# ---- block 1 ----
**src/rtl/ps2_cmd_scheduler_if.sv**
```systemverilog
// Key-event to game-command bus between the PS/2 decoder side and the PushBox game side.
// Latency: n/a, signal bundle only.
// Backpressure: consumer holds cmd_ack low to stall; the queue drops commands when full.
interface ps2_cmd_scheduler_if #(
  parameter int DEPTH = 4
);
  localparam int LW = $clog2(DEPTH) + 1;

  logic [9:0]    key_data;
  logic          key_ready;
  logic          en;
  logic [2:0]    cmd;
  logic          cmd_valid;
  logic          cmd_ack;
  logic [7:0]    held;
  logic [LW-1:0] level;
  logic          overflow;
  logic          clr_ovf;

  modport master (
    output key_data, key_ready, en, cmd_ack, clr_ovf,
    input  cmd, cmd_valid, held, level, overflow
  );

  modport slave (
    input  key_data, key_ready, en, cmd_ack, clr_ovf,
    output cmd, cmd_valid, held, level, overflow
  );
endinterface

```
**src/rtl/ps2_cmd_scheduler.sv**
```systemverilog
// Maps decoded PS/2 key events to 3-bit game commands, drops auto-repeat, queues them FWFT.
// Latency: 1 cycle from key_ready to cmd_valid on an empty queue.
// Backpressure: head is held until cmd_ack; a push into a full queue without a pop is dropped.
module ps2_cmd_scheduler #(
  parameter int DEPTH     = 4,
  parameter bit REPEAT_EN = 1'b0
) (
  input  logic                clk,
  input  logic                rst,
  ps2_cmd_scheduler_if.slave  bus
);
  localparam int AW = $clog2(DEPTH);
  localparam logic [AW:0] FULL_LVL = (AW + 1)'(DEPTH);

  logic [2:0]    mem [DEPTH];
  logic [AW-1:0] wr_ptr;
  logic [AW-1:0] rd_ptr;
  logic [AW:0]   level_q;
  logic [7:0]    held_q;
  logic          overflow_q;

  logic          expand;
  logic          brk;
  logic [7:0]    code;
  logic          hit;
  logic [2:0]    dec_cmd;
  logic          full;
  logic          pop;
  logic          push_req;
  logic          push_ok;
  logic          drop;

  assign expand = bus.key_data[9];
  assign brk    = bus.key_data[8];
  assign code   = bus.key_data[7:0];

  // Key map: both bindings of a direction resolve to the same command, anything else misses.
  always_comb begin
    hit     = 1'b1;
    dec_cmd = 3'd0;
    case ({expand, code})
      9'h175, 9'h01D: dec_cmd = 3'd0;
      9'h172, 9'h01B: dec_cmd = 3'd1;
      9'h16B, 9'h01C: dec_cmd = 3'd2;
      9'h174, 9'h023: dec_cmd = 3'd3;
      9'h03C:         dec_cmd = 3'd4;
      9'h02D:         dec_cmd = 3'd5;
      9'h05A:         dec_cmd = 3'd6;
      9'h076:         dec_cmd = 3'd7;
      default:        hit     = 1'b0;
    endcase
  end

  assign full     = (level_q == FULL_LVL);
  assign pop      = bus.cmd_valid && bus.cmd_ack;
  // A make of an already-held key is typematic repeat; only queued when repeats are wanted.
  assign push_req = bus.key_ready && hit && !brk && bus.en && (!held_q[dec_cmd] || REPEAT_EN);
  // A simultaneous pop frees the slot, so a full queue still accepts the push.
  assign push_ok  = push_req && (!full || pop);
  assign drop     = push_req && full && !pop;

  // Queue storage, pointers and occupancy count.
  always_ff @(posedge clk or posedge rst) begin
    if (rst) begin
      for (int i = 0; i < DEPTH; i++) mem[i] <= 3'd0;
      wr_ptr  <= '0;
      rd_ptr  <= '0;
      level_q <= '0;
    end else begin
      if (push_ok) begin
        mem[wr_ptr] <= dec_cmd;
        wr_ptr      <= wr_ptr + 1'b1;
      end
      if (pop) rd_ptr <= rd_ptr + 1'b1;
      case ({push_ok, pop})
        2'b10:   level_q <= level_q + 1'b1;
        2'b01:   level_q <= level_q - 1'b1;
        default: level_q <= level_q;
      endcase
    end
  end

  // Key-down tracking follows make/break regardless of en or queue space.
  always_ff @(posedge clk or posedge rst) begin
    if (rst) begin
      held_q <= 8'd0;
    end else if (bus.key_ready && hit) begin
      held_q[dec_cmd] <= !brk;
    end
  end

  // Sticky drop flag; a new drop in the same cycle as a clear keeps it set.
  always_ff @(posedge clk or posedge rst) begin
    if (rst) begin
      overflow_q <= 1'b0;
    end else if (drop) begin
      overflow_q <= 1'b1;
    end else if (bus.clr_ovf) begin
      overflow_q <= 1'b0;
    end
  end

  assign bus.cmd_valid = (level_q != '0);
  assign bus.cmd       = bus.cmd_valid ? mem[rd_ptr] : 3'd0;
  assign bus.level     = level_q;
  assign bus.held      = held_q;
  assign bus.overflow  = overflow_q;
endmodule

```
**src/flat_wrapper.sv**
```systemverilog
// flat-port wrapper written by rule: the top's interface ports become plain ports
module ps2_cmd_scheduler_flat 
#(
  parameter int DEPTH     = 4,
  parameter bit REPEAT_EN = 1'b0
)
  (clk, rst, bus_key_data, bus_key_ready, bus_en, bus_cmd_ack, bus_clr_ovf, bus_cmd, bus_cmd_valid, bus_held, bus_level, bus_overflow);
  ps2_cmd_scheduler_if #(.DEPTH(DEPTH)) bus_i ();
  input  logic clk;
  input  logic rst;
  input wire logic [$bits(bus_i.key_data)-1:0] bus_key_data;
  input wire logic [$bits(bus_i.key_ready)-1:0] bus_key_ready;
  input wire logic [$bits(bus_i.en)-1:0] bus_en;
  input wire logic [$bits(bus_i.cmd_ack)-1:0] bus_cmd_ack;
  input wire logic [$bits(bus_i.clr_ovf)-1:0] bus_clr_ovf;
  output wire logic [$bits(bus_i.cmd)-1:0] bus_cmd;
  output wire logic [$bits(bus_i.cmd_valid)-1:0] bus_cmd_valid;
  output wire logic [$bits(bus_i.held)-1:0] bus_held;
  output wire logic [$bits(bus_i.level)-1:0] bus_level;
  output wire logic [$bits(bus_i.overflow)-1:0] bus_overflow;
  assign bus_i.key_data = bus_key_data;
  assign bus_i.key_ready = bus_key_ready;
  assign bus_i.en = bus_en;
  assign bus_i.cmd_ack = bus_cmd_ack;
  assign bus_i.clr_ovf = bus_clr_ovf;
  assign bus_cmd = bus_i.cmd;
  assign bus_cmd_valid = bus_i.cmd_valid;
  assign bus_held = bus_i.held;
  assign bus_level = bus_i.level;
  assign bus_overflow = bus_i.overflow;
  ps2_cmd_scheduler #(.DEPTH(DEPTH), .REPEAT_EN(REPEAT_EN)) u_core (.clk(clk), .rst(rst), .bus(bus_i));
endmodule
```
**config.mk**
```make
export PLATFORM = sky130hd
export DESIGN_NAME = ps2_cmd_scheduler_flat
export DESIGN_NICKNAME = d
export VERILOG_FILES = /design/src/rtl/ps2_cmd_scheduler_if.sv /design/src/rtl/ps2_cmd_scheduler.sv /design/src/flat_wrapper.sv
export SDC_FILE = /design/constraint.sdc
export NUM_CORES = 1
export LEC_CHECK = 0
export CORE_ASPECT_RATIO = 2
export CORE_MARGIN = 2
export CORE_UTILIZATION = 45
export CTS_CLUSTER_DIAMETER = 40
export DETAILED_ROUTE_END_ITERATION = 12
export HOLD_SLACK_MARGIN = 0.03
export PLACE_DENSITY = 0.74
export SYNTH_ARGS = -nofsm -noshare
export SYNTH_HDL_FRONTEND = slang
export SYNTH_SLANG_ARGS = --single-unit
```
**constraint.sdc**
```tcl
create_clock -name clk -period 5.85 [get_ports clk]
set_input_delay 1.755 -clock clk [delete_from_list [all_inputs] [get_ports clk]]
set_output_delay 1.755 -clock clk [all_outputs]
set_load 0.02 [all_outputs]
```
# ---- block 2 ----
File: config.mk
export PLATFORM = sky130hd
export DESIGN_NAME = spi_cmd_seq
export DESIGN_NICKNAME = d
export VERILOG_FILES = /design/src/rtl/spi_cmd_seq.sv
export SDC_FILE = /design/constraint.sdc
export NUM_CORES = 1
export LEC_CHECK = 0
export ABC_AREA = 1
export CAP_MARGIN = 0
export CORE_MARGIN = 3
export CORE_UTILIZATION = 43
export CTS_CLUSTER_DIAMETER = 60
export DETAILED_ROUTE_END_ITERATION = 6
export GPL_ROUTABILITY_DRIVEN = 0
export GPL_TIMING_DRIVEN = 0
export PLACE_DENSITY = 0.67
export RECOVER_POWER = 50
export SYNTH_ARGS = -nofsm -noshare
export SYNTH_HDL_FRONTEND = slang
export SYNTH_SLANG_ARGS = --single-unit
File: constraint.sdc
create_clock -name clk -period 3.06 [get_ports clk]
set_input_delay 0.612 -clock clk [delete_from_list [all_inputs] [get_ports clk]]
set_output_delay 0.612 -clock clk [all_outputs]
set_load 0.05 [all_outputs]
File: src/rtl/spi_cmd_seq.sv
// spi_cmd_seq: host command FIFO feeding an SPI master with one command outstanding, read capture, inter-command gap and timeout.
// Ports: clk/rst (async active-high); wr_en/wr_cmd/fifo_full host push side;
// cmd_out/cmd_vld/cmd_rdy SPI master handshake; spi_read_vld/spi_read_data read return;
// rd_vld/rd_addr/rd_data completed read; busy, timeout_err (sticky), err_clr.
module spi_cmd_seq #(
  parameter int CMD_WIDTH  = 12,
  parameter int READ_WIDTH = 8,
  parameter int FIFO_DEPTH = 4,
  parameter int GAP_CYCLES = 4,
  parameter int TIMEOUT    = 1023
) (
  input  logic                  clk,
  input  logic                  rst,
  input  logic                  wr_en,
  input  logic [CMD_WIDTH-1:0]  wr_cmd,
  output logic                  fifo_full,
  output logic [CMD_WIDTH-1:0]  cmd_out,
  output logic                  cmd_vld,
  input  logic                  cmd_rdy,
  input  logic                  spi_read_vld,
  input  logic [READ_WIDTH-1:0] spi_read_data,
  output logic                  rd_vld,
  output logic [2:0]            rd_addr,
  output logic [READ_WIDTH-1:0] rd_data,
  output logic                  busy,
  output logic                  timeout_err,
  input  logic                  err_clr
);
  localparam int AW = $clog2(FIFO_DEPTH);
  typedef enum logic [1:0] {IDLE, ISSUE, WAIT_DONE, GAP} state_t;
  state_t state, state_n;
  logic [CMD_WIDTH-1:0] mem [FIFO_DEPTH];
  logic [AW-1:0] wptr, rptr;
  logic [AW:0] cnt;
  logic [10:0] tcnt;
  logic pop, push, is_wr, done, tmo, rd_done;
  assign fifo_full = cnt == (AW+1)'(FIFO_DEPTH);
  assign pop       = state == IDLE && cnt != '0;
  // a pop in the same cycle frees a slot, so a push on a full FIFO is still taken
  assign push      = wr_en && (!fifo_full || pop);
  assign is_wr     = cmd_out[CMD_WIDTH-1];
  // a write's completion ignores cmd_rdy on the first WAIT_DONE cycle (tcnt==0),
  // since the master may not have dropped it yet
  assign done      = is_wr ? (cmd_rdy && tcnt != '0) : spi_read_vld;
  assign tmo       = !done && tcnt == 11'(TIMEOUT - 1);
  assign rd_done   = state == WAIT_DONE && !is_wr && spi_read_vld;
  assign cmd_vld   = state == ISSUE;
  assign busy      = cnt != '0 || state != IDLE;
  always_comb begin
    state_n = state;
    unique case (state)
      IDLE:      state_n = cnt != '0 ? ISSUE : IDLE;
      ISSUE:     state_n = cmd_rdy ? WAIT_DONE : ISSUE;
      WAIT_DONE: state_n = (done || tmo) ? GAP : WAIT_DONE;
      GAP:       state_n = tcnt == 11'(GAP_CYCLES - 1) ? IDLE : GAP;
    endcase
  end
  always_ff @(posedge clk or posedge rst) begin
    if (rst) begin
      state       <= IDLE;
      tcnt        <= '0;
      wptr        <= '0;
      rptr        <= '0;
      cnt         <= '0;
      cmd_out     <= '0;
      rd_vld      <= 1'b0;
      rd_addr     <= '0;
      rd_data     <= '0;
      timeout_err <= 1'b0;
      for (int i = 0; i < FIFO_DEPTH; i++) mem[i] <= '0;
    end else begin
      state <= state_n;
      // one counter serves both WAIT_DONE timeout and GAP length; it restarts on every state change
      tcnt  <= state_n != state ? '0 : tcnt + 1'b1;
      if (push) begin
        mem[wptr] <= wr_cmd;
        wptr      <= wptr + 1'b1;
      end
      if (pop) begin
        cmd_out <= mem[rptr];
        rptr    <= rptr + 1'b1;
      end
      cnt    <= cnt + {{AW{1'b0}}, push} - {{AW{1'b0}}, pop};
      rd_vld <= rd_done;
      if (rd_done) begin
        rd_addr <= cmd_out[CMD_WIDTH-2 -: 3];
        rd_data <= spi_read_data;
      end
      // set wins over a simultaneous clear
      timeout_err <= (state == WAIT_DONE && tmo) || (timeout_err && !err_clr);
    end
  end
endmodule

# ---- block 3 ----
===== src/rtl/fault_confinement_pkg.sv =====
// CAN fault-confinement shared types and limits.
// Package can_fce_pkg: fce_state_t, limit constants, TEC_W/REC_W.
package can_fce_pkg;

  typedef enum logic [1:0] {
    ERROR_ACTIVE  = 2'd0,
    ERROR_PASSIVE = 2'd1,
    BUS_OFF       = 2'd2
  } fce_state_t;

  localparam int TEC_W = 9;
  localparam int REC_W = 8;

  localparam int PASSIVE_LIMIT = 128;
  localparam int BUSOFF_LIMIT  = 256;
  localparam int RECOVERY_CNT  = 128;
  localparam int REC_RELOAD    = 120;
  localparam int WARN_LIMIT    = 96;

  localparam int RCV_W = $clog2(RECOVERY_CNT);

  localparam logic [TEC_W-1:0] TEC_PASSIVE = TEC_W'(PASSIVE_LIMIT);
  localparam logic [TEC_W-1:0] TEC_BUSOFF  = TEC_W'(BUSOFF_LIMIT);
  localparam logic [TEC_W-1:0] TEC_WARN    = TEC_W'(WARN_LIMIT);

  localparam logic [REC_W-1:0] REC_PASSIVE = REC_W'(PASSIVE_LIMIT);
  localparam logic [REC_W-1:0] REC_RELOAD_V = REC_W'(REC_RELOAD);
  localparam logic [REC_W-1:0] REC_WARN    = REC_W'(WARN_LIMIT);
  localparam logic [REC_W-1:0] REC_MAX     = '1;

endpackage


===== src/rtl/fault_confinement_if.sv =====
// Strobe/status bundle between MAC error handling and fault confinement.
// master: drives error strobes, reads counters/flags. slave: the reverse.
interface fault_confinement_if;
  import can_fce_pkg::*;

  logic             rec_inc1;
  logic             rec_inc8;
  logic             rec_dec1;
  logic             tec_inc8;
  logic             tec_dec1;
  logic             seq11r;
  logic [TEC_W-1:0] tec;
  logic [REC_W-1:0] rec;
  logic             erroractive;
  logic             errorpassive;
  logic             busoff;
  logic             warning;

  modport master (
    output rec_inc1, rec_inc8, rec_dec1,
    output tec_inc8, tec_dec1, seq11r,
    input  tec, rec,
    input  erroractive, errorpassive,
    input  busoff, warning
  );

  modport slave (
    input  rec_inc1, rec_inc8, rec_dec1,
    input  tec_inc8, tec_dec1, seq11r,
    output tec, rec,
    output erroractive, errorpassive,
    output busoff, warning
  );

endinterface


===== src/rtl/fault_confinement_busoff_recovery_cnt.sv =====
// Bus-off recovery: counts seq11r pulses while enabled (node in BUS_OFF).
// Ports: clock, reset (sync, low), i_en, i_seq11r, o_done (128th pulse).
module busoff_recovery_cnt
  import can_fce_pkg::*;
(
  input  logic clock,
  input  logic reset,
  input  logic i_en,
  input  logic i_seq11r,
  output logic o_done
);

  logic [RCV_W-1:0] r_cnt;

  // Counter wraps to 0 on the done edge, so no explicit clear is needed.
  always_ff @(posedge clock) begin
    if (!reset) begin
      r_cnt <= '0;
    end else if (!i_en) begin
      r_cnt <= '0;
    end else if (i_seq11r) begin
      r_cnt <= r_cnt + RCV_W'(1);
    end
  end

  assign o_done = i_en & i_seq11r & (&r_cnt);

endmodule


===== src/rtl/fault_confinement.sv =====
// CAN fault confinement: TEC/REC counters and node error state.
// Ports: clock, reset (sync, low), bus (slave). Option: FCE_WARNING_EN.
module fault_confinement
  import can_fce_pkg::*;
(
  input  logic                clock,
  input  logic                reset,
  fault_confinement_if.slave  bus
);

  logic [TEC_W-1:0] r_tec;
  logic [REC_W-1:0] r_rec;
  fce_state_t       r_state;
  logic             r_active;
  logic             r_passive;
  logic             r_busoff;

  logic [TEC_W-1:0] w_tec_nxt;
  logic [REC_W-1:0] w_rec_nxt;
  fce_state_t       w_state_nxt;
  logic [TEC_W:0]   w_tec_sum;
  logic [REC_W:0]   w_rec_sum;
  logic             w_bo;
  logic             w_done;

  assign w_bo = (r_state == BUS_OFF);

  busoff_recovery_cnt u_rcv (
    .clock    (clock),
    .reset    (reset),
    .i_en     (w_bo),
    .i_seq11r (bus.seq11r),
    .o_done   (w_done)
  );

  always_comb begin
    w_tec_sum = {1'b0, r_tec} + (TEC_W+1)'(8);
    w_rec_sum = {1'b0, r_rec}
              + (bus.rec_inc8 ? (REC_W+1)'(8)
                              : (REC_W+1)'(1));
    w_tec_nxt = r_tec;
    w_rec_nxt = r_rec;
    if (w_bo) begin
      // tec already sits at 256; only recovery moves it.
      if (w_done) begin
        w_tec_nxt = '0;
        w_rec_nxt = '0;
      end
    end else begin
      if (bus.tec_inc8) begin
        if (w_tec_sum >= {1'b0, TEC_BUSOFF})
          w_tec_nxt = TEC_BUSOFF;
        else
          w_tec_nxt = w_tec_sum[TEC_W-1:0];
      end else if (bus.tec_dec1 && r_tec != '0) begin
        w_tec_nxt = r_tec - TEC_W'(1);
      end
      // +8 beats +1 (handled in w_rec_sum); any inc beats dec.
      if (bus.rec_inc8 || bus.rec_inc1) begin
        if (w_rec_sum[REC_W])
          w_rec_nxt = REC_MAX;
        else
          w_rec_nxt = w_rec_sum[REC_W-1:0];
      end else if (bus.rec_dec1) begin
        if (r_rec >= REC_PASSIVE)
          w_rec_nxt = REC_RELOAD_V;
        else if (r_rec != '0)
          w_rec_nxt = r_rec - REC_W'(1);
      end
    end
  end

  always_comb begin
    if (w_tec_nxt >= TEC_BUSOFF)
      w_state_nxt = BUS_OFF;
    else if (w_tec_nxt >= TEC_PASSIVE ||
             w_rec_nxt >= REC_PASSIVE)
      w_state_nxt = ERROR_PASSIVE;
    else
      w_state_nxt = ERROR_ACTIVE;
  end

  always_ff @(posedge clock) begin
    if (!reset) begin
      r_tec     <= '0;
      r_rec     <= '0;
      r_state   <= ERROR_ACTIVE;
      r_active  <= 1'b1;
      r_passive <= 1'b0;
      r_busoff  <= 1'b0;
    end else begin
      r_tec     <= w_tec_nxt;
      r_rec     <= w_rec_nxt;
      r_state   <= w_state_nxt;
      r_active  <= (w_state_nxt == ERROR_ACTIVE);
      r_passive <= (w_state_nxt == ERROR_PASSIVE);
      r_busoff  <= (w_state_nxt == BUS_OFF);
    end
  end

`ifdef FCE_WARNING_EN
  logic r_warning;
  logic w_warn_nxt;

  assign w_warn_nxt = (w_state_nxt != BUS_OFF) &&
                      (w_tec_nxt >= TEC_WARN ||
                       w_rec_nxt >= REC_WARN);

  always_ff @(posedge clock) begin
    if (!reset)
      r_warning <= 1'b0;
    else
      r_warning <= w_warn_nxt;
  end

  assign bus.warning = r_warning;
`else
  assign bus.warning = 1'b0;
`endif

  assign bus.tec          = r_tec;
  assign bus.rec          = r_rec;
  assign bus.erroractive  = r_active;
  assign bus.errorpassive = r_passive;
  assign bus.busoff       = r_busoff;

endmodule


===== src/flat_wrapper.sv =====
// flat-port wrapper written by rule: the top's interface ports become plain ports
module fault_confinement_flat import can_fce_pkg::*;
  (clock, reset, bus_rec_inc1, bus_rec_inc8, bus_rec_dec1, bus_tec_inc8, bus_tec_dec1, bus_seq11r, bus_tec, bus_rec, bus_erroractive, bus_errorpassive, bus_busoff, bus_warning);
  fault_confinement_if bus_i ();
  input  logic clock;
  input  logic reset;
  input wire logic [$bits(bus_i.rec_inc1)-1:0] bus_rec_inc1;
  input wire logic [$bits(bus_i.rec_inc8)-1:0] bus_rec_inc8;
  input wire logic [$bits(bus_i.rec_dec1)-1:0] bus_rec_dec1;
  input wire logic [$bits(bus_i.tec_inc8)-1:0] bus_tec_inc8;
  input wire logic [$bits(bus_i.tec_dec1)-1:0] bus_tec_dec1;
  input wire logic [$bits(bus_i.seq11r)-1:0] bus_seq11r;
  output wire logic [$bits(bus_i.tec)-1:0] bus_tec;
  output wire logic [$bits(bus_i.rec)-1:0] bus_rec;
  output wire logic [$bits(bus_i.erroractive)-1:0] bus_erroractive;
  output wire logic [$bits(bus_i.errorpassive)-1:0] bus_errorpassive;
  output wire logic [$bits(bus_i.busoff)-1:0] bus_busoff;
  output wire logic [$bits(bus_i.warning)-1:0] bus_warning;
  assign bus_i.rec_inc1 = bus_rec_inc1;
  assign bus_i.rec_inc8 = bus_rec_inc8;
  assign bus_i.rec_dec1 = bus_rec_dec1;
  assign bus_i.tec_inc8 = bus_tec_inc8;
  assign bus_i.tec_dec1 = bus_tec_dec1;
  assign bus_i.seq11r = bus_seq11r;
  assign bus_tec = bus_i.tec;
  assign bus_rec = bus_i.rec;
  assign bus_erroractive = bus_i.erroractive;
  assign bus_errorpassive = bus_i.errorpassive;
  assign bus_busoff = bus_i.busoff;
  assign bus_warning = bus_i.warning;
  fault_confinement u_core (.clock(clock), .reset(reset), .bus(bus_i));
endmodule

===== config.mk =====
export PLATFORM = sky130hd
export DESIGN_NAME = fault_confinement_flat
export DESIGN_NICKNAME = d
export VERILOG_FILES = /design/src/rtl/fault_confinement_pkg.sv /design/src/rtl/fault_confinement_if.sv /design/src/rtl/fault_confinement_busoff_recovery_cnt.sv /design/src/rtl/fault_confinement.sv /design/src/flat_wrapper.sv
export SDC_FILE = /design/constraint.sdc
export NUM_CORES = 1
export LEC_CHECK = 0
export CAP_MARGIN = 20
export CORE_UTILIZATION = 45
export DETAILED_ROUTE_END_ITERATION = 8
export PLACE_DENSITY = 0.68
export REMOVE_ABC_BUFFERS = 1
export SYNTH_ARGS = -nofsm -noshare
export SYNTH_HDL_FRONTEND = slang
export SYNTH_SLANG_ARGS = --single-unit

===== constraint.sdc =====
create_clock -name clock -period 2.5 [get_ports clock]
set_input_delay 0.25 -clock clock [delete_from_list [all_inputs] [get_ports clock]]
set_output_delay 0.25 -clock clock [all_outputs]
set_load 0.05 [all_outputs]


==> layout pictures side by side <==
Met3 routing.
shot_01.png
Scale: 6 px per um.
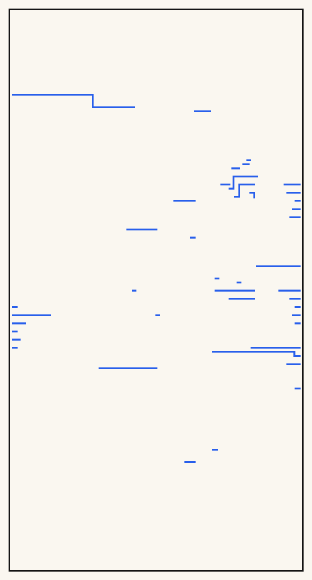
shot_02.png
Scale: 4 px per um.
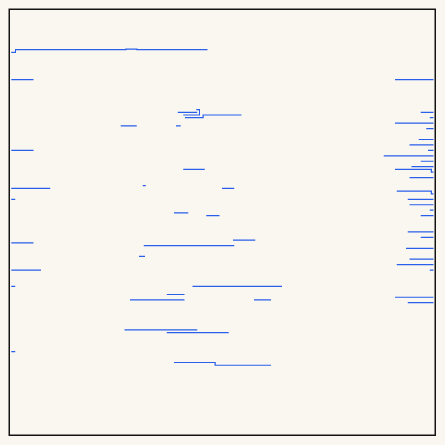
shot_03.png
Scale: 6 px per um.
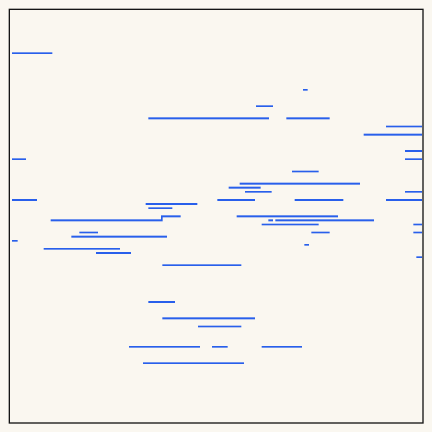
shot_01.png -> block 1
shot_03.png -> block 3
shot_02.png -> block 2
- largest die: shot_02.png

Key to shot_01.png:
- longest straight run: 13.6 um
- nets with wire on the layer: 34
- wire length on this layer: 134 um

### Wiring by layer, block 1

Scale: 6 px per um. Only two layers are drawn.
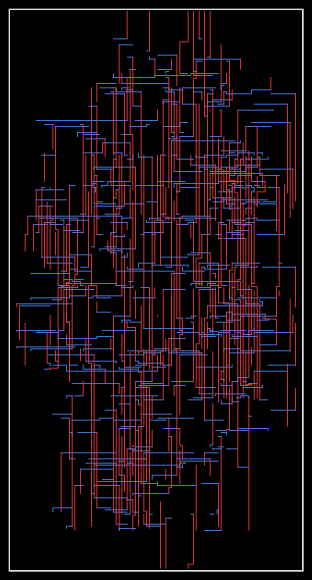
- metal 1: blue (wire length 1380 um)
- metal 2: red (wire length 2550 um)

### Sequential cells grouped by signal name, block 1

Scale: 8 px per um.
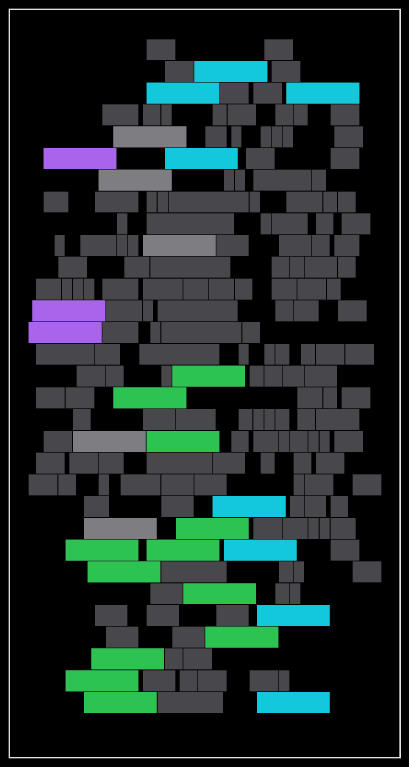
- u_core.bus.level: purple (flops 3)
- u_core.bus.held: cyan (flops 8)
- u_core.mem: green (flops 12)

==> CHANGELOG.md, block 1 <==
### Metrics

- Chip footprint: 0.00454 mm2
- Max FFs per register: 12
- Clock buffer cells: 3
- Met1 Wirelength: 1380 um
- Status: finished, final reports clean
- Max cap viols: 0
- Tmin final: 4.76 ns
- Logic area: 0.00103 mm2
- Placed cells: 239
- Placed Area: 0.00215 mm2
- Detail Route met2 WL: 2550 um
- GP Congestion: 0.809
- Drt first pass iters: 4
- Mux frac, synth: 13.2%
- Dominant flop cell: dfrtp_1
- Clock latency (worst-skew pair): 0.28 ns
- Layout fillers: 347
- Synth area leader: dfrtp_1
- Finished Layout Cells: 243
- Final ANT Viol Nets: 0
- Cell count after synthesis: 161
- Non-CTS buffers: 31
- Register area share after synthesis: 39.0%
- Critical path, cell by cell: clkdlybuf4s50_1, nor3_1, nand3_1, o22ai_1, a221o_2, a2111oi_4, inv_1, ha_1, inv_1, fa_1, xor2_1, nor2_1, xor2_1
- Hold Fails Final Rpt: 0
- Comb_multi_in: 116
- Setup crit start: bus_key_data[9]
- Clock transition at the registers of the reported paths: 0.09 ns
- Total track usage: 20.5%
- Internal reg-to-reg setup slack: 3.19 ns
- GRT busiest layer: met2
- Yosys aoi share: 17.2%
- Top layer in use: met4
- Largest cells by area: dfrtp_1 39%, a2111oi_4 7.7%, mux2_1 7.5%
- Most flop-heavy register: u_core.mem
- ANT cells: 0
==> block 1: synth_stat cells, types with 4 or more instances <==
cell type   n
mux2_1     12
nand2_1    19
nand3_1     7
nor2b_1     6
o21ai_0     6
and2_1      4
xor2_1      4
inv_1      13
ha_1        5
dfrtp_1    28
a2111oi_4   5
==> block 1: power by group <==
group | switching [uW] | internal [uW] | total (uW)
Clock | 61.6 | 91.7 | 153
Combinational | 91.4 | 85.3 | 177
Sequential | 32.8 | 217 | 250
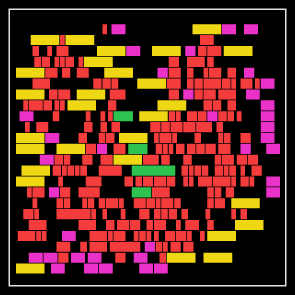
*Cells coloured by class, block 3*
Scale: 4 px per um.
- combinational and other logic: red (cells 207; share of their area 58%)
- clock drivers and dummy loads: green (cells 4; share of their area 3.1%)
- flops: yellow (cells 28; share of their area 24%)
- other buffers and delay cells: magenta (cells 36; share of their area 14%)

==> CHANGELOG.md, block 3 <==
### Metrics

- Final layout net count: 294
- Critical path, cell by cell: clkdlybuf4s50_1, inv_1, ha_1, ha_1, buf_4, nor4_1, o31ai_1, a32o_1, o2111a_1
- Cell count after synthesis: 248
- Pwr Density: 875 mW/mm2
- Via count: 2007
- Hold depth: 2
- GRT busiest layer: met2
- Int Power: 1160 uW
- Comb pwr share: 51.1%
- Vias in the first global route: 1838
- Register area share after synthesis: 28.0%
- Hold Fails Final Rpt: 0
- Internal reg-to-reg setup slack: 0.51 ns
- Status: finished, final reports clean
- Max cap viols: 0
- Synth Register Bits: 28
- Yosys cell types: 63
## block 3: per-stage QoR
step	setup WS, ns	hold slack (ns)	total power (uW)	utilization (%)
after floorplan	0.162	0.398	1410	-
after global placement	0.185	0.490	1730	56.1
after detailed placement	0.121	0.503	1730	56.1
after CTS	0.425	0.517	2100	57.8
after global routing	0.231	0.558	2240	57.8
final	0.404	0.509	2100	57.8
## block 3: worst register-to-register path, cell delays in order, from the launching register on
cell and delay, ns:
dfxtp_1 0.44, inv_1 0.09, ha_1 0.23, nor4b_4 0.15, a2111oi_2 0.43, a32o_2 0.26, nor3_4 0.05, o2111a_1 0.25
### Sequential cells grouped by signal name, block 2

Scale: 6 px per um.
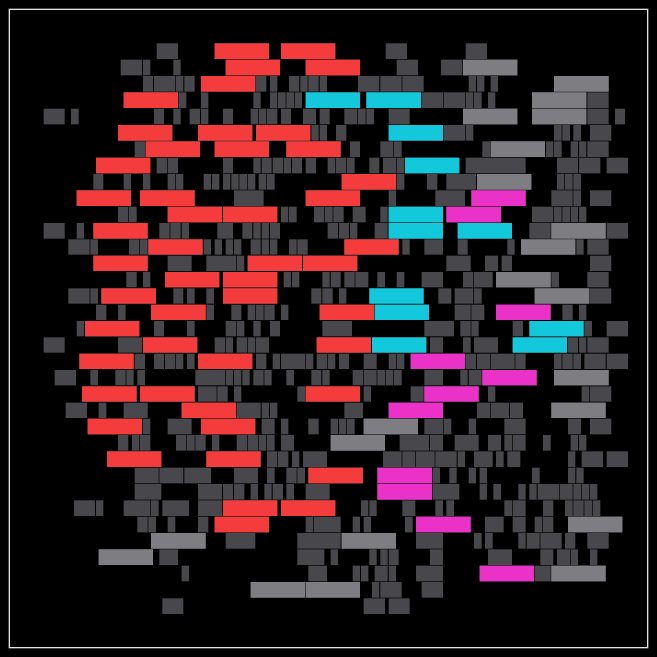
- tcnt: magenta (flops 11)
- cmd_out: cyan (flops 12)
- mem: red (flops 48)
- not coloured: 22

### Placed standard cells, block 2

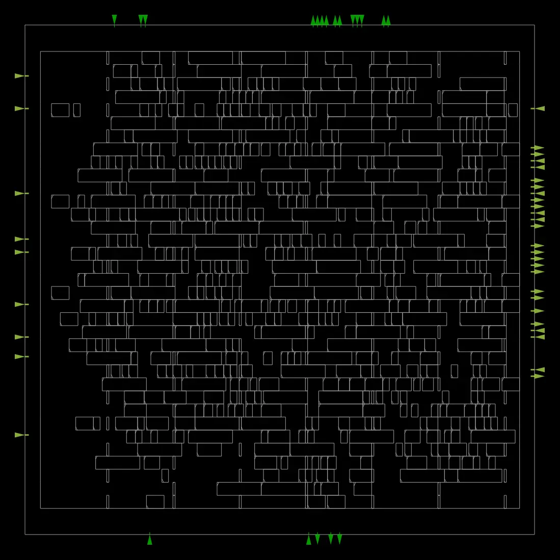
n_taps: 129
Finished Layout Cells: 678

==> CHANGELOG.md, block 2 <==
### Metrics

- P_leak: 0.00242 uW
- Met1 Wirelength: 4580 um
- Wire length on met3: 399 um
- # Cells Yosys: 479
- Max FFs per register: 48
- Fraction of area in multi-input gates: 31.8%
- Pre-CTS setup slack: 0.721 ns
- Die width: 106 um
- Total global routing overflow: 0
- Comb_multi_in: 323
- Biggest regs: mem x48, cmd_out x12, tcnt x11
- Synth area leader: dfrtp_1
- Max transition margin: -16.8%
- Status: complete, but fails checks
- Register area share after synthesis: 54.0%
- Hold Fails Final Rpt: 0
- Placed cells: 662
- Critical setup path kind: reg2out
- Slew @ Worst Pin: 1.74 ns
- DRT Wirelength: 9290 um
- Startpoint types: flop
- Setup TNS: 0 ns
- Layout non-clock buf frac: 13.5%
- Hold EP: rd_data[4]
- Per-cell routed wire length: 13.7 um
- Root Buffer: clkbuf_8
- Fin. max-slew vios: 38
- Most flop-heavy register: mem
- Total track usage: 17.5%
- Internal reg-to-reg setup slack: 0.41 ns
- Dominant flop cell: dfrtp_1
- Flop count: 93
- Logic area: 0.00165 mm2
- Max cap viols: 1
- Vias/cell: 4.82
- Remaining DRCs: 0
- Dominant class by area: registers
- Failing checks: max-capacitance violations, max-slew violations
## block 2: logic make-up after synthesis
kind of cell	Yosys count	synth area share, %
AND-OR/OR-AND	101	12.3
XOR/XNOR	10	2.03
adder cells (fa/ha/maj)	10	3.08
buffers and inverters	63	7.25
flip-flops	93	54.0
AND/OR/NAND/NOR	202	21.4
## block 2: critical path: stages (launching register included)
cell,delay (ns)
dfrtp_1,0.46
nor2_1,0.31
nand3_1,0.22
clkdlybuf4s50_1,0.75
## block 2: report_power, final
part           leakage, uW  internal [uW]  switching, uW  total (uW)
registers          0.00116           1760            329        2090
logic              0.00117            970           1740        2710
clock network    0.0000921            308            462         770

# ---- block 4 ----
### Placed standard cells, block 4

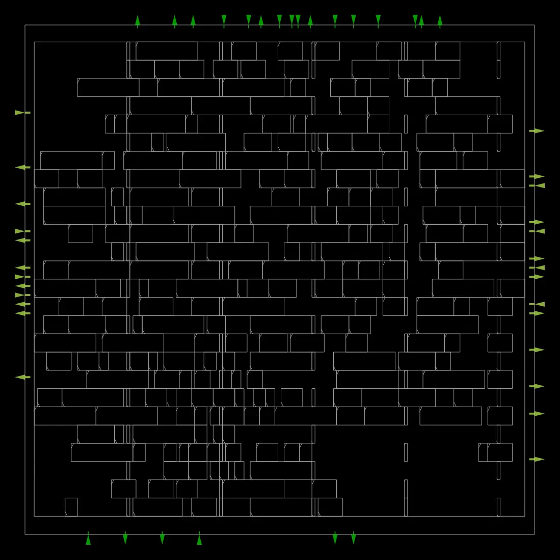

File: config.mk
export PLATFORM = sky130hd
export DESIGN_NAME = ram_bist_ctrl
export DESIGN_NICKNAME = d
export VERILOG_FILES = /design/src/rtl/ram_bist_ctrl.sv
export SDC_FILE = /design/constraint.sdc
export NUM_CORES = 1
export LEC_CHECK = 0
export CAP_MARGIN = 20
export CORE_UTILIZATION = 45
export DETAILED_ROUTE_END_ITERATION = 7
export GPL_TIMING_DRIVEN = 0
export PLACE_DENSITY = 0.71
export SLEW_MARGIN = 20
export SYNTH_ARGS = -nofsm -noshare
export SYNTH_HDL_FRONTEND = slang
export SYNTH_SLANG_ARGS = --single-unit
File: constraint.sdc
create_clock -name clk -period 4 [get_ports clk]
set_input_delay 0.6 -clock clk [delete_from_list [all_inputs] [get_ports clk]]
set_output_delay 0.6 -clock clk [all_outputs]
set_load 0.01 [all_outputs]
File: src/rtl/ram_bist_ctrl.sv
// ram_bist_ctrl: built-in self-test initiator for a synchronous single-port RAM.
// Runs a two-pass march: write the whole array, then read back and compare.
// Pass 0 writes seed ^ {a,a}; pass 1 writes the complement. The first
// miscompare ends the run early, recording its address and data.
//
// Ports:
//   clk, rst_n         clock, asynchronous active-low reset
//   start, seed        launch request (sampled in IDLE) and pattern seed
//   busy, done, pass   run in progress, one-cycle completion pulse, result
//   fail_addr/data     first miscompare address and the data read there
//   ram_rst            RAM synchronous clear (combinational ~rst_n)
//   ram_we/addr/din    RAM control and write data (registered)
//   ram_dout           RAM registered read data
module ram_bist_ctrl #(
  parameter int ADDR_W = 4,
  parameter int DATA_W = 8
) (
  input  logic              clk,
  input  logic              rst_n,
  input  logic              start,
  input  logic [DATA_W-1:0] seed,
  output logic              busy,
  output logic              done,
  output logic              pass,
  output logic [ADDR_W-1:0] fail_addr,
  output logic [DATA_W-1:0] fail_data,
  output logic              ram_rst,
  output logic              ram_we,
  output logic [ADDR_W-1:0] ram_addr,
  output logic [DATA_W-1:0] ram_din,
  input  logic [DATA_W-1:0] ram_dout
);

  typedef enum logic [2:0] {
    S_IDLE,
    S_WR,
    S_RD,
    S_TAIL,
    S_DONE
  } state_e;

  localparam logic [ADDR_W-1:0] LAST_ADDR = '1;

  function automatic logic [DATA_W-1:0] pattern(
    input logic [DATA_W-1:0] s,
    input logic [ADDR_W-1:0] a,
    input logic              inv
  );
    logic [DATA_W-1:0] p;
    p = s ^ {a, a};
    return inv ? ~p : p;
  endfunction

  state_e            state_q, state_d;
  logic [ADDR_W-1:0] cnt_q, cnt_d;
  logic              pass_sel_q, pass_sel_d;
  logic [DATA_W-1:0] seed_q, seed_d;
  // One-cycle delayed read address/valid, aligned with the RAM's registered dout.
  logic              vld_q, vld_d;
  logic [ADDR_W-1:0] cmp_addr_q, cmp_addr_d;
  logic              pass_q, pass_d;
  logic [ADDR_W-1:0] fail_addr_q, fail_addr_d;
  logic [DATA_W-1:0] fail_data_q, fail_data_d;
  logic              ram_we_q, ram_we_d;
  logic [ADDR_W-1:0] ram_addr_q, ram_addr_d;
  logic [DATA_W-1:0] ram_din_q, ram_din_d;
  logic              busy_q, busy_d;
  logic              done_q, done_d;
  logic              mismatch;

  always_comb begin
    state_d     = state_q;
    cnt_d       = cnt_q;
    pass_sel_d  = pass_sel_q;
    seed_d      = seed_q;
    vld_d       = 1'b0;
    cmp_addr_d  = cmp_addr_q;
    pass_d      = pass_q;
    fail_addr_d = fail_addr_q;
    fail_data_d = fail_data_q;

    mismatch = vld_q && (ram_dout != pattern(seed_q, cmp_addr_q, pass_sel_q));

    unique case (state_q)
      S_IDLE: begin
        if (start) begin
          state_d     = S_WR;
          seed_d      = seed;
          pass_d      = 1'b0;
          fail_addr_d = '0;
          fail_data_d = '0;
          pass_sel_d  = 1'b0;
          cnt_d       = '0;
        end
      end
      S_WR: begin
        if (cnt_q == LAST_ADDR) begin
          state_d = S_RD;
          cnt_d   = '0;
        end else begin
          cnt_d = cnt_q + 1'b1;
        end
      end
      S_RD: begin
        vld_d      = 1'b1;
        cmp_addr_d = cnt_q;
        if (cnt_q == LAST_ADDR) begin
          state_d = S_TAIL;
          cnt_d   = '0;
        end else begin
          cnt_d = cnt_q + 1'b1;
        end
      end
      S_TAIL: begin
        if (!pass_sel_q) begin
          state_d    = S_WR;
          pass_sel_d = 1'b1;
          cnt_d      = '0;
        end else begin
          state_d = S_DONE;
          pass_d  = 1'b1;
        end
      end
      S_DONE: begin
        state_d = S_IDLE;
      end
      default: begin
        state_d = S_IDLE;
      end
    endcase

    // A miscompare overrides whatever RD/TAIL decided and ends the run.
    if (mismatch) begin
      state_d     = S_DONE;
      pass_d      = 1'b0;
      fail_addr_d = cmp_addr_q;
      fail_data_d = ram_dout;
      vld_d       = 1'b0;
    end

    // Outputs are registered, so they are derived from the next state.
    ram_we_d   = (state_d == S_WR);
    ram_addr_d = (state_d == S_WR || state_d == S_RD) ? cnt_d : '0;
    ram_din_d  = (state_d == S_WR) ? pattern(seed_d, cnt_d, pass_sel_d) : '0;
    busy_d     = (state_d == S_WR) || (state_d == S_RD) || (state_d == S_TAIL);
    done_d     = (state_d == S_DONE);
  end

  always_ff @(posedge clk or negedge rst_n) begin
    if (!rst_n) begin
      state_q     <= S_IDLE;
      cnt_q       <= '0;
      pass_sel_q  <= 1'b0;
      seed_q      <= '0;
      vld_q       <= 1'b0;
      cmp_addr_q  <= '0;
      pass_q      <= 1'b0;
      fail_addr_q <= '0;
      fail_data_q <= '0;
      ram_we_q    <= 1'b0;
      ram_addr_q  <= '0;
      ram_din_q   <= '0;
      busy_q      <= 1'b0;
      done_q      <= 1'b0;
    end else begin
      state_q     <= state_d;
      cnt_q       <= cnt_d;
      pass_sel_q  <= pass_sel_d;
      seed_q      <= seed_d;
      vld_q       <= vld_d;
      cmp_addr_q  <= cmp_addr_d;
      pass_q      <= pass_d;
      fail_addr_q <= fail_addr_d;
      fail_data_q <= fail_data_d;
      ram_we_q    <= ram_we_d;
      ram_addr_q  <= ram_addr_d;
      ram_din_q   <= ram_din_d;
      busy_q      <= busy_d;
      done_q      <= done_d;
    end
  end

  assign busy      = busy_q;
  assign done      = done_q;
  assign pass      = pass_q;
  assign fail_addr = fail_addr_q;
  assign fail_data = fail_data_q;
  assign ram_we    = ram_we_q;
  assign ram_addr  = ram_addr_q;
  assign ram_din   = ram_din_q;
  assign ram_rst   = ~rst_n;

endmodule

# ---- block 5 ----
## config.mk

```make
export PLATFORM = sky130hd
export DESIGN_NAME = sd_sektor_cache_leser
export DESIGN_NICKNAME = d
export VERILOG_FILES = /design/src/rtl/sd_leser_pkg.sv /design/src/rtl/sd_sektor_puffer.sv /design/src/rtl/sd_sektor_cache_leser.sv
export SDC_FILE = /design/constraint.sdc
export NUM_CORES = 2
export LEC_CHECK = 0
export CORE_MARGIN = 1.5
export CORE_UTILIZATION = 35
export DETAILED_ROUTE_END_ITERATION = 7
export PLACE_DENSITY = 0.48
export SLEW_MARGIN = 20
export SYNTH_ARGS = -nofsm -noshare
export SYNTH_HDL_FRONTEND = slang
export SYNTH_SLANG_ARGS = --single-unit
```

## constraint.sdc

```tcl
create_clock -name Clock -period 5.7 [get_ports Clock]
set_input_delay 0.855 -clock Clock [delete_from_list [all_inputs] [get_ports Clock]]
set_output_delay 0.855 -clock Clock [all_outputs]
set_load 0.01 [all_outputs]
```

## src/rtl/sd_leser_pkg.sv

```systemverilog
// Shared constants for the sector-cached SD word reader: FSM encoding,
// sector geometry and the big-endian byte-lane mapping.
package sd_leser_pkg;

  localparam logic [2:0] ST_INIT    = 3'd0;
  localparam logic [2:0] ST_IDLE    = 3'd1;
  localparam logic [2:0] ST_HIT     = 3'd2;
  localparam logic [2:0] ST_START   = 3'd3;
  localparam logic [2:0] ST_FUELLEN = 3'd4;
  localparam logic [2:0] ST_FERTIG  = 3'd5;

  localparam int SEKTOR_BYTES  = 512;
  localparam int BYTE_IDX_BITS = 9;

  // Width of the word offset inside one sector.
  function automatic int offset_bits(input int wort_bytes);
    return $clog2(SEKTOR_BYTES / wort_bytes);
  endfunction

  // The k-th streamed byte of a word lands in the most significant lane first.
  function automatic int lane_lsb(input int k, input int wort_bytes);
    return 8 * (wort_bytes - 1 - k);
  endfunction

endpackage

```

## src/rtl/sd_sektor_puffer.sv

```systemverilog
// One-sector buffer: WORT_BYTES byte-wide banks written a byte at a time,
// read back as a whole registered word per row.
module sd_sektor_puffer
  import sd_leser_pkg::*;
#(
  parameter int WORT_BYTES = 4,
  localparam int ROW_BITS = offset_bits(WORT_BYTES)
) (
  input  logic                      clock,
  input  logic                      we,
  input  logic [BYTE_IDX_BITS-1:0]  wr_idx,
  input  logic [7:0]                wr_data,
  input  logic [ROW_BITS-1:0]       rd_row,
  output logic [8*WORT_BYTES-1:0]   rd_data
);

  localparam int TIEFE = SEKTOR_BYTES / WORT_BYTES;

  logic [ROW_BITS-1:0] wr_row;
  assign wr_row = wr_idx[BYTE_IDX_BITS-1 -: ROW_BITS];

  for (genvar b = 0; b < WORT_BYTES; b++) begin : g_bank
    logic [7:0] mem [TIEFE];
    logic [7:0] lane_q;
    logic       bank_sel;

    assign bank_sel = ((wr_idx % 9'(WORT_BYTES)) == 9'(b));

    always_ff @(posedge clock) begin
      if (we && bank_sel) mem[wr_row] <= wr_data;
      lane_q <= mem[rd_row];
    end

    assign rd_data[lane_lsb(b, WORT_BYTES) +: 8] = lane_q;
  end

endmodule

```

## src/rtl/sd_sektor_cache_leser.sv

```systemverilog
// Word read front-end for the SPI SD byte controller; caches the last sector
// and returns the requested word as soon as its bytes have streamed in.
module sd_sektor_cache_leser
  import sd_leser_pkg::*;
#(
  parameter int WORT_BYTES     = 4,
  parameter int TIMEOUT_ZYKLEN = 1000000
) (
  input  logic                    Clock,
  input  logic                    Reset,
  input  logic [31:0]             Adresse,
  input  logic                    Lesen,
  input  logic                    Invalidieren,
  output logic [8*WORT_BYTES-1:0] Daten,
  output logic                    Fertig,
  output logic                    Treffer,
  output logic                    Busy,
  output logic                    Fehler,
  output logic [2:0]              zustand,
  output logic                    sd_rd,
  output logic [31:0]             sd_address,
  input  logic [7:0]              sd_dout,
  input  logic                    sd_byte_available,
  input  logic                    sd_ready
);

  localparam int OFS_BITS = offset_bits(WORT_BYTES);
  localparam int TAG_BITS = 32 - OFS_BITS;
  localparam int WD_BITS  = $clog2(TIMEOUT_ZYKLEN + 1);
  localparam int DW       = 8 * WORT_BYTES;

  logic [2:0]               state, state_next;
  logic                     valid;
  logic [TAG_BITS-1:0]      tag;
  logic [OFS_BITS-1:0]      offset;
  logic [BYTE_IDX_BITS-1:0] zaehler;
  logic [WD_BITS-1:0]       watchdog;
  logic                     hit_phase;
  logic [DW-1:0]            wort, wort_next, puffer_wort;

  logic [TAG_BITS-1:0]      adr_tag;
  logic [OFS_BITS-1:0]      adr_ofs;
  logic [BYTE_IDX_BITS-1:0] last_idx;
  logic treffer_req, timeout, byte_wr, wort_komplett, sektor_ende;

  assign adr_tag = Adresse[31:OFS_BITS];
  assign adr_ofs = Adresse[OFS_BITS-1:0];
  assign last_idx = 9'(offset) * 9'(WORT_BYTES) + 9'(WORT_BYTES - 1);

  // Invalidieren in the same cycle wins over a matching tag.
  assign treffer_req   = Lesen && valid && !Invalidieren && (adr_tag == tag);
  assign timeout       = ((state == ST_START) || (state == ST_FUELLEN)) && !sd_byte_available
                         && (watchdog == WD_BITS'(TIMEOUT_ZYKLEN - 1));
  assign byte_wr       = (state == ST_FUELLEN) && sd_byte_available;
  assign wort_komplett = byte_wr && (zaehler == last_idx);
  assign sektor_ende   = byte_wr && (zaehler == 9'(SEKTOR_BYTES - 1));
  assign sd_address    = 32'({tag, 9'b0});

  sd_sektor_puffer #(.WORT_BYTES(WORT_BYTES)) u_puffer (
    .clock   (Clock),
    .we      (byte_wr),
    .wr_idx  (zaehler),
    .wr_data (sd_dout),
    .rd_row  (offset),
    .rd_data (puffer_wort)
  );

  // Bypass word: the requested word is assembled while it streams past.
  always_comb begin
    wort_next = wort;
    wort_next[lane_lsb(int'(zaehler % 9'(WORT_BYTES)), WORT_BYTES) +: 8] = sd_dout;
  end

  always_ff @(posedge Clock or posedge Reset) begin
    if (Reset) state <= ST_INIT;
    else       state <= state_next;
  end

  always_comb begin
    state_next = state;
    case (state)
      ST_INIT:    if (sd_ready) state_next = ST_IDLE;
      ST_IDLE:    if (Lesen) state_next = treffer_req ? ST_HIT : ST_START;
      ST_HIT:     if (hit_phase) state_next = ST_IDLE;
      ST_START:   if (timeout) state_next = ST_INIT;
                  else if (sd_ready) state_next = ST_FUELLEN;
      ST_FUELLEN: if (timeout) state_next = ST_INIT;
                  else if (sektor_ende) state_next = ST_FERTIG;
      ST_FERTIG:  if (sd_ready) state_next = ST_IDLE;
      default:    state_next = ST_INIT;
    endcase
  end

  always_comb begin
    Busy    = (state != ST_IDLE);
    zustand = state;
  end

  always_ff @(posedge Clock or posedge Reset) begin
    if (Reset) begin
      Daten     <= '0;
      Fertig    <= 1'b0;
      Treffer   <= 1'b0;
      Fehler    <= 1'b0;
      sd_rd     <= 1'b0;
      valid     <= 1'b0;
      tag       <= '0;
      offset    <= '0;
      zaehler   <= '0;
      watchdog  <= '0;
      hit_phase <= 1'b0;
      wort      <= '0;
    end else begin
      Fertig    <= 1'b0;
      Treffer   <= 1'b0;
      Fehler    <= 1'b0;
      hit_phase <= (state == ST_HIT) && !hit_phase;

      if (((state == ST_START) || (state == ST_FUELLEN)) && !sd_byte_available)
        watchdog <= watchdog + 1'b1;
      else
        watchdog <= '0;

      if (state == ST_IDLE) begin
        if (Invalidieren) valid <= 1'b0;
        if (Lesen) begin
          offset <= adr_ofs;
          if (!treffer_req) begin
            tag   <= adr_tag;
            valid <= 1'b0;
          end
        end
      end

      if ((state == ST_HIT) && hit_phase) begin
        Daten   <= puffer_wort;
        Fertig  <= 1'b1;
        Treffer <= 1'b1;
      end

      if ((state == ST_START) && sd_ready && !timeout) sd_rd <= 1'b1;

      if (byte_wr) begin
        zaehler <= zaehler + 1'b1;
        sd_rd   <= 1'b0;
        wort    <= wort_next;
        if (wort_komplett) begin
          Daten  <= wort_next;
          Fertig <= 1'b1;
        end
        if (sektor_ende) begin
          valid   <= 1'b1;
          zaehler <= '0;
        end
      end

      if (timeout) begin
        Fehler  <= 1'b1;
        valid   <= 1'b0;
        sd_rd   <= 1'b0;
        zaehler <= '0;
      end
    end
  end

endmodule

```


==> gallery <==
Sequential cells grouped by signal name.
Plate I
Scale: 1 px per um.
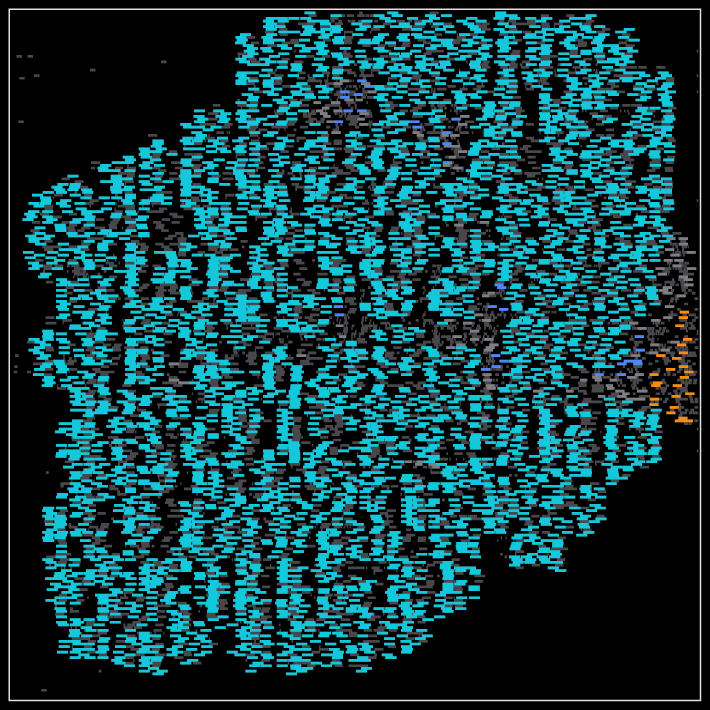
Plate II
Scale: 8 px per um.
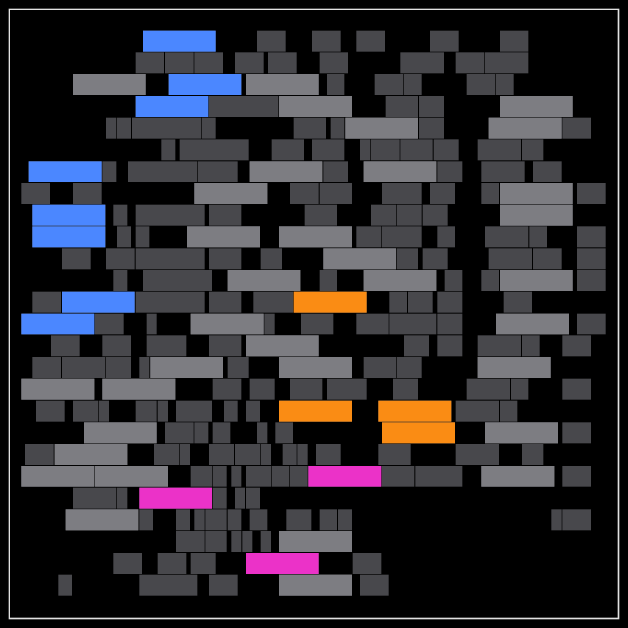
Plate II comes from block 4.
Plate I comes from block 5.

Key to Plate II:
- state_q: magenta (flops 3)
- ram_din: blue (flops 8)
- cmp_addr_q: orange (flops 4)
- not coloured: 34

### Cells coloured by class, block 4

Scale: 4 px per um.
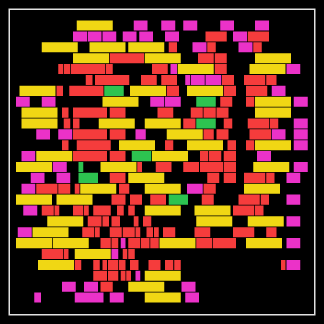
- flops: yellow (cells 49; share of their area 40%)
- combinational and other logic: red (cells 128; share of their area 39%)
- other buffers and delay cells: magenta (cells 57; share of their area 18%)
- clock drivers and dummy loads: green (cells 7; share of their area 2.8%)

Notes on 'Placed standard cells' of block 4 above:
Layout fillers: 413
Core Box Area: 0.00517 mm2
Rows: 26
fin util: 60.4%
n_taps: 70

==> CHANGELOG.md, block 4 <==
### Metrics

- Yosys cell types: 40
- Clock transition at the registers of the reported paths: 0.08 ns
- Setup TNS: 0 ns
- Fraction of the cycle the final worst path needs: 67.9%
- Vias/cell: 5.02
- DRT Wirelength: 4660 um
- Finished Layout Cells: 311
- Post-CTS Hold Fix Bufs: 0
- Top Layout Cells: 49 x dfrtp_1, 46 x clkdlybuf4s50_1, 18 x xnor2_1
- Cell count after synthesis: 186
- Top layer in use: met4
- Placed cells: 304
- VDD IR-drop max: 0.432 mV
- Global Route met1 Usage: 24.0%
- Internal reg-to-reg setup slack: 1.68 ns
- Synth area leader: dfrtp_1
- M3 GR Usage: 3.59%
- Fp_density: 47.6%
- FA/HA/MAJ Cells, Area Fraction: 0.508%
- Io pins: 48
- Required time worst endpoint: 4.18 ns
- Antenna violations before repair: 0
- Setup crit end: fail_addr[2]
- XOR/XNOR Area Share: 16.2%
- Vias in the first global route: 1636
- Status: finished, final reports clean
- Placed Area: 0.00304 mm2
- Crit. End Element: flop
- Hold WC Path Type: in2async
- Port Buf Inserts: 47
- Arrival @ worst endpoint: 2.90 ns
- Critical setup path kind: in2reg
- DR iter-0 viols: 46
- Die y size: 76.0 um
- Register area share after synthesis: 49.8%
- Finish-stage setup viols: 0
- Critical path, cell by cell: clkdlybuf4s50_1, or3b_1, nor2_1, buf_4, clkbuf_1, and2b_1, mux2_4
- Overall power: 2330 uW
block 4: area by class of cell:
type                    instances  area [um2]
plain buffers                   9        62.6
clock buffers                   7        86.3
fillers                       413        2050
inverters                       6        22.5
multi-input cells             122        1150
flip-flops and latches         49        1230
well taps                      70        87.6
repair buffers                 48         485
block 4: where the power goes:
group / leakage, uW / total [uW] / switching [uW] / internal (uW)
combinational: 0.000746 / 1260 / 517 / 745
sequential: 0.000621 / 786 / 109 / 677
clock: 0.0000443 / 285 / 147 / 137
block 4: critical path, delay by kind of cell:
kind / cells / cell delay [ns]
buf+inv: 3 / 1.17
mux: 1 / 0.26
simple gates: 3 / 0.87
### Cells coloured by class, block 5

Scale: 1 px per um.
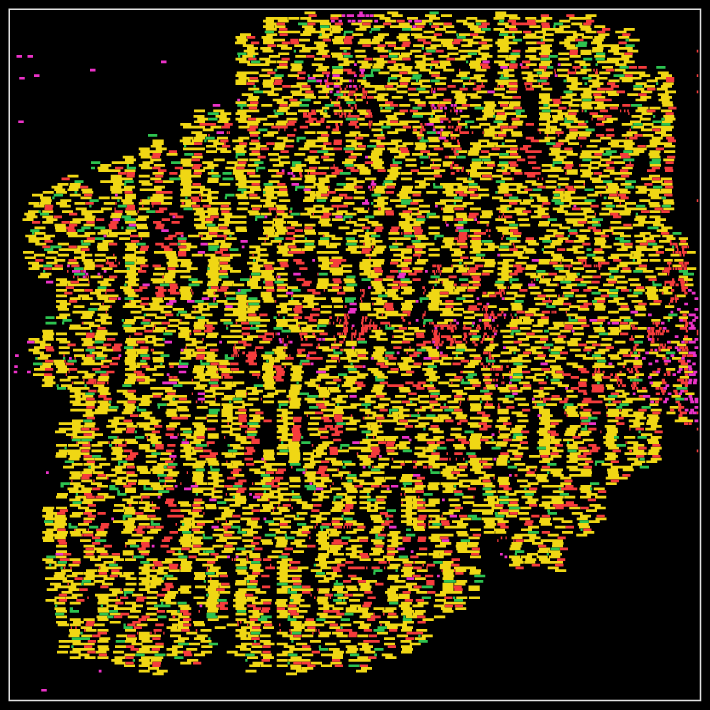
- flops: yellow (cells 4262; share of their area 70%)
- combinational and other logic: red (cells 2526; share of their area 20%)
- clock drivers and dummy loads: green (cells 828; share of their area 8.2%)
- other buffers and delay cells: magenta (cells 330; share of their area 2.0%)

### Wiring by layer, block 5

Scale: 1 px per um. Only two layers are drawn.
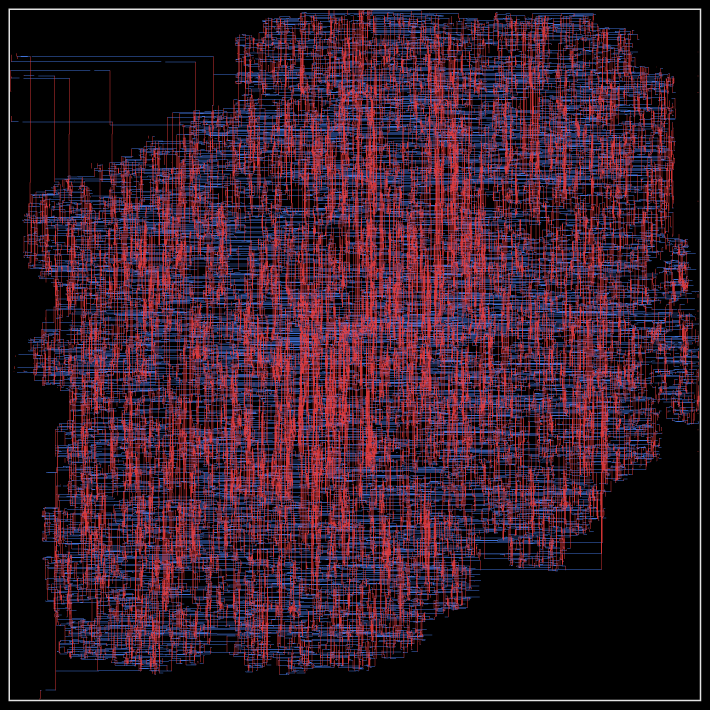
- metal 1: blue (wire length 209 mm)
- metal 2: red (wire length 226 mm)

==> CHANGELOG.md, block 5 <==
### Metrics

- Status: finished, final reports clean
- Rows: 252
- Syn Std Cell Area: 0.165 mm2
- Remaining DRCs: 0
- Startpoint types: flop
- FA/HA/MAJ Cells, Area Fraction: 0.0455%
- Top layer in use: met5
- Chip footprint: 0.476 mm2
- Fp_density: 35.1%
- Synth area leader: edfxtp_1
- Per-cell routed wire length: 34.2 um
- Top Layout Cells: 4096 x edfxtp_1, 1344 x mux4_2, 556 x nor2_1
- Hold EP: u_puffer.g_bank[1].mem[124][3]
- FMAX: 249 MHz
- Arrival @ worst endpoint: 4.84 ns
==> block 5: flip-flops by register name (all words and copies together) (netlist names), 3 cells and up <==
name,cells
zaehler,9
tag,25
watchdog,20
wort,32
u_puffer.g_bank.lane_q,32
u_puffer.g_bank.mem,4096
zustand,3
offset,7
Daten,32
==> block 5: layout make-up <==
type,instances,area (um2)
Antenna cell,32,80.1
Tap cell,6223,7790
Clock buffer,546,11800
Multi-Input combinational cell,2518,36300
Clock inverter,282,3170
Inverter,8,35.0
Fill cell,40800,281000
Sequential cell,4262,127000
Timing Repair Buffer,330,3690


## Gallery

Placed standard cells.
picture 1
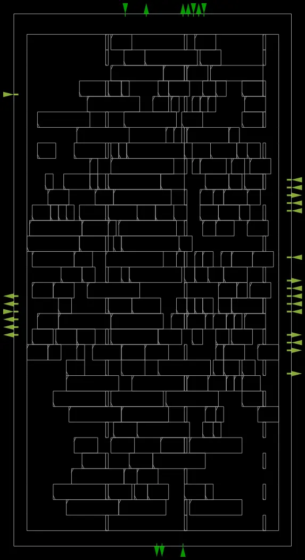
picture 2
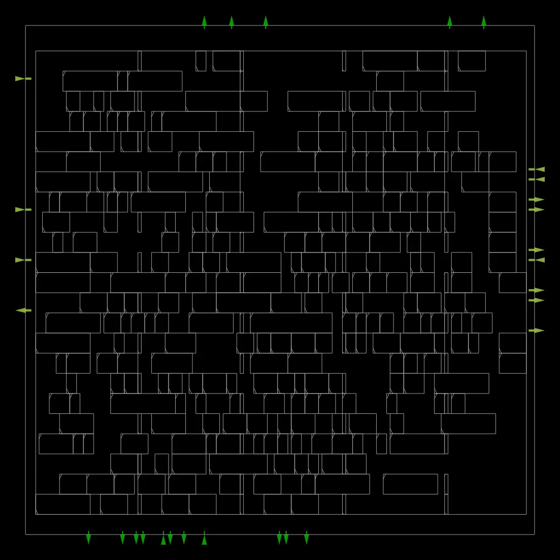
picture 3
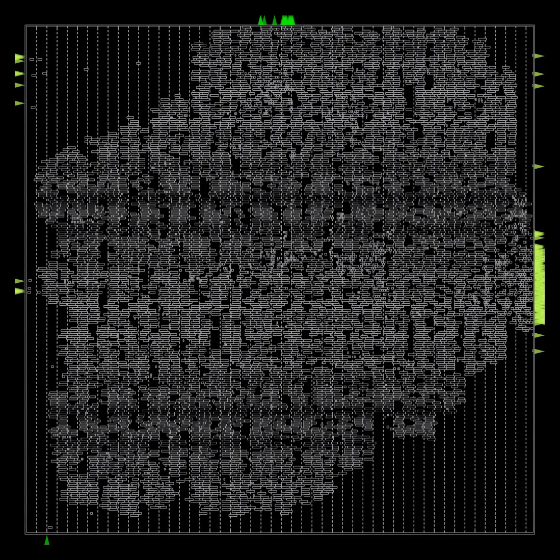
- picture 2 = block 3
- picture 3 = block 5
- picture 1 = block 1

Power is estimated from default activity; no workload was simulated.
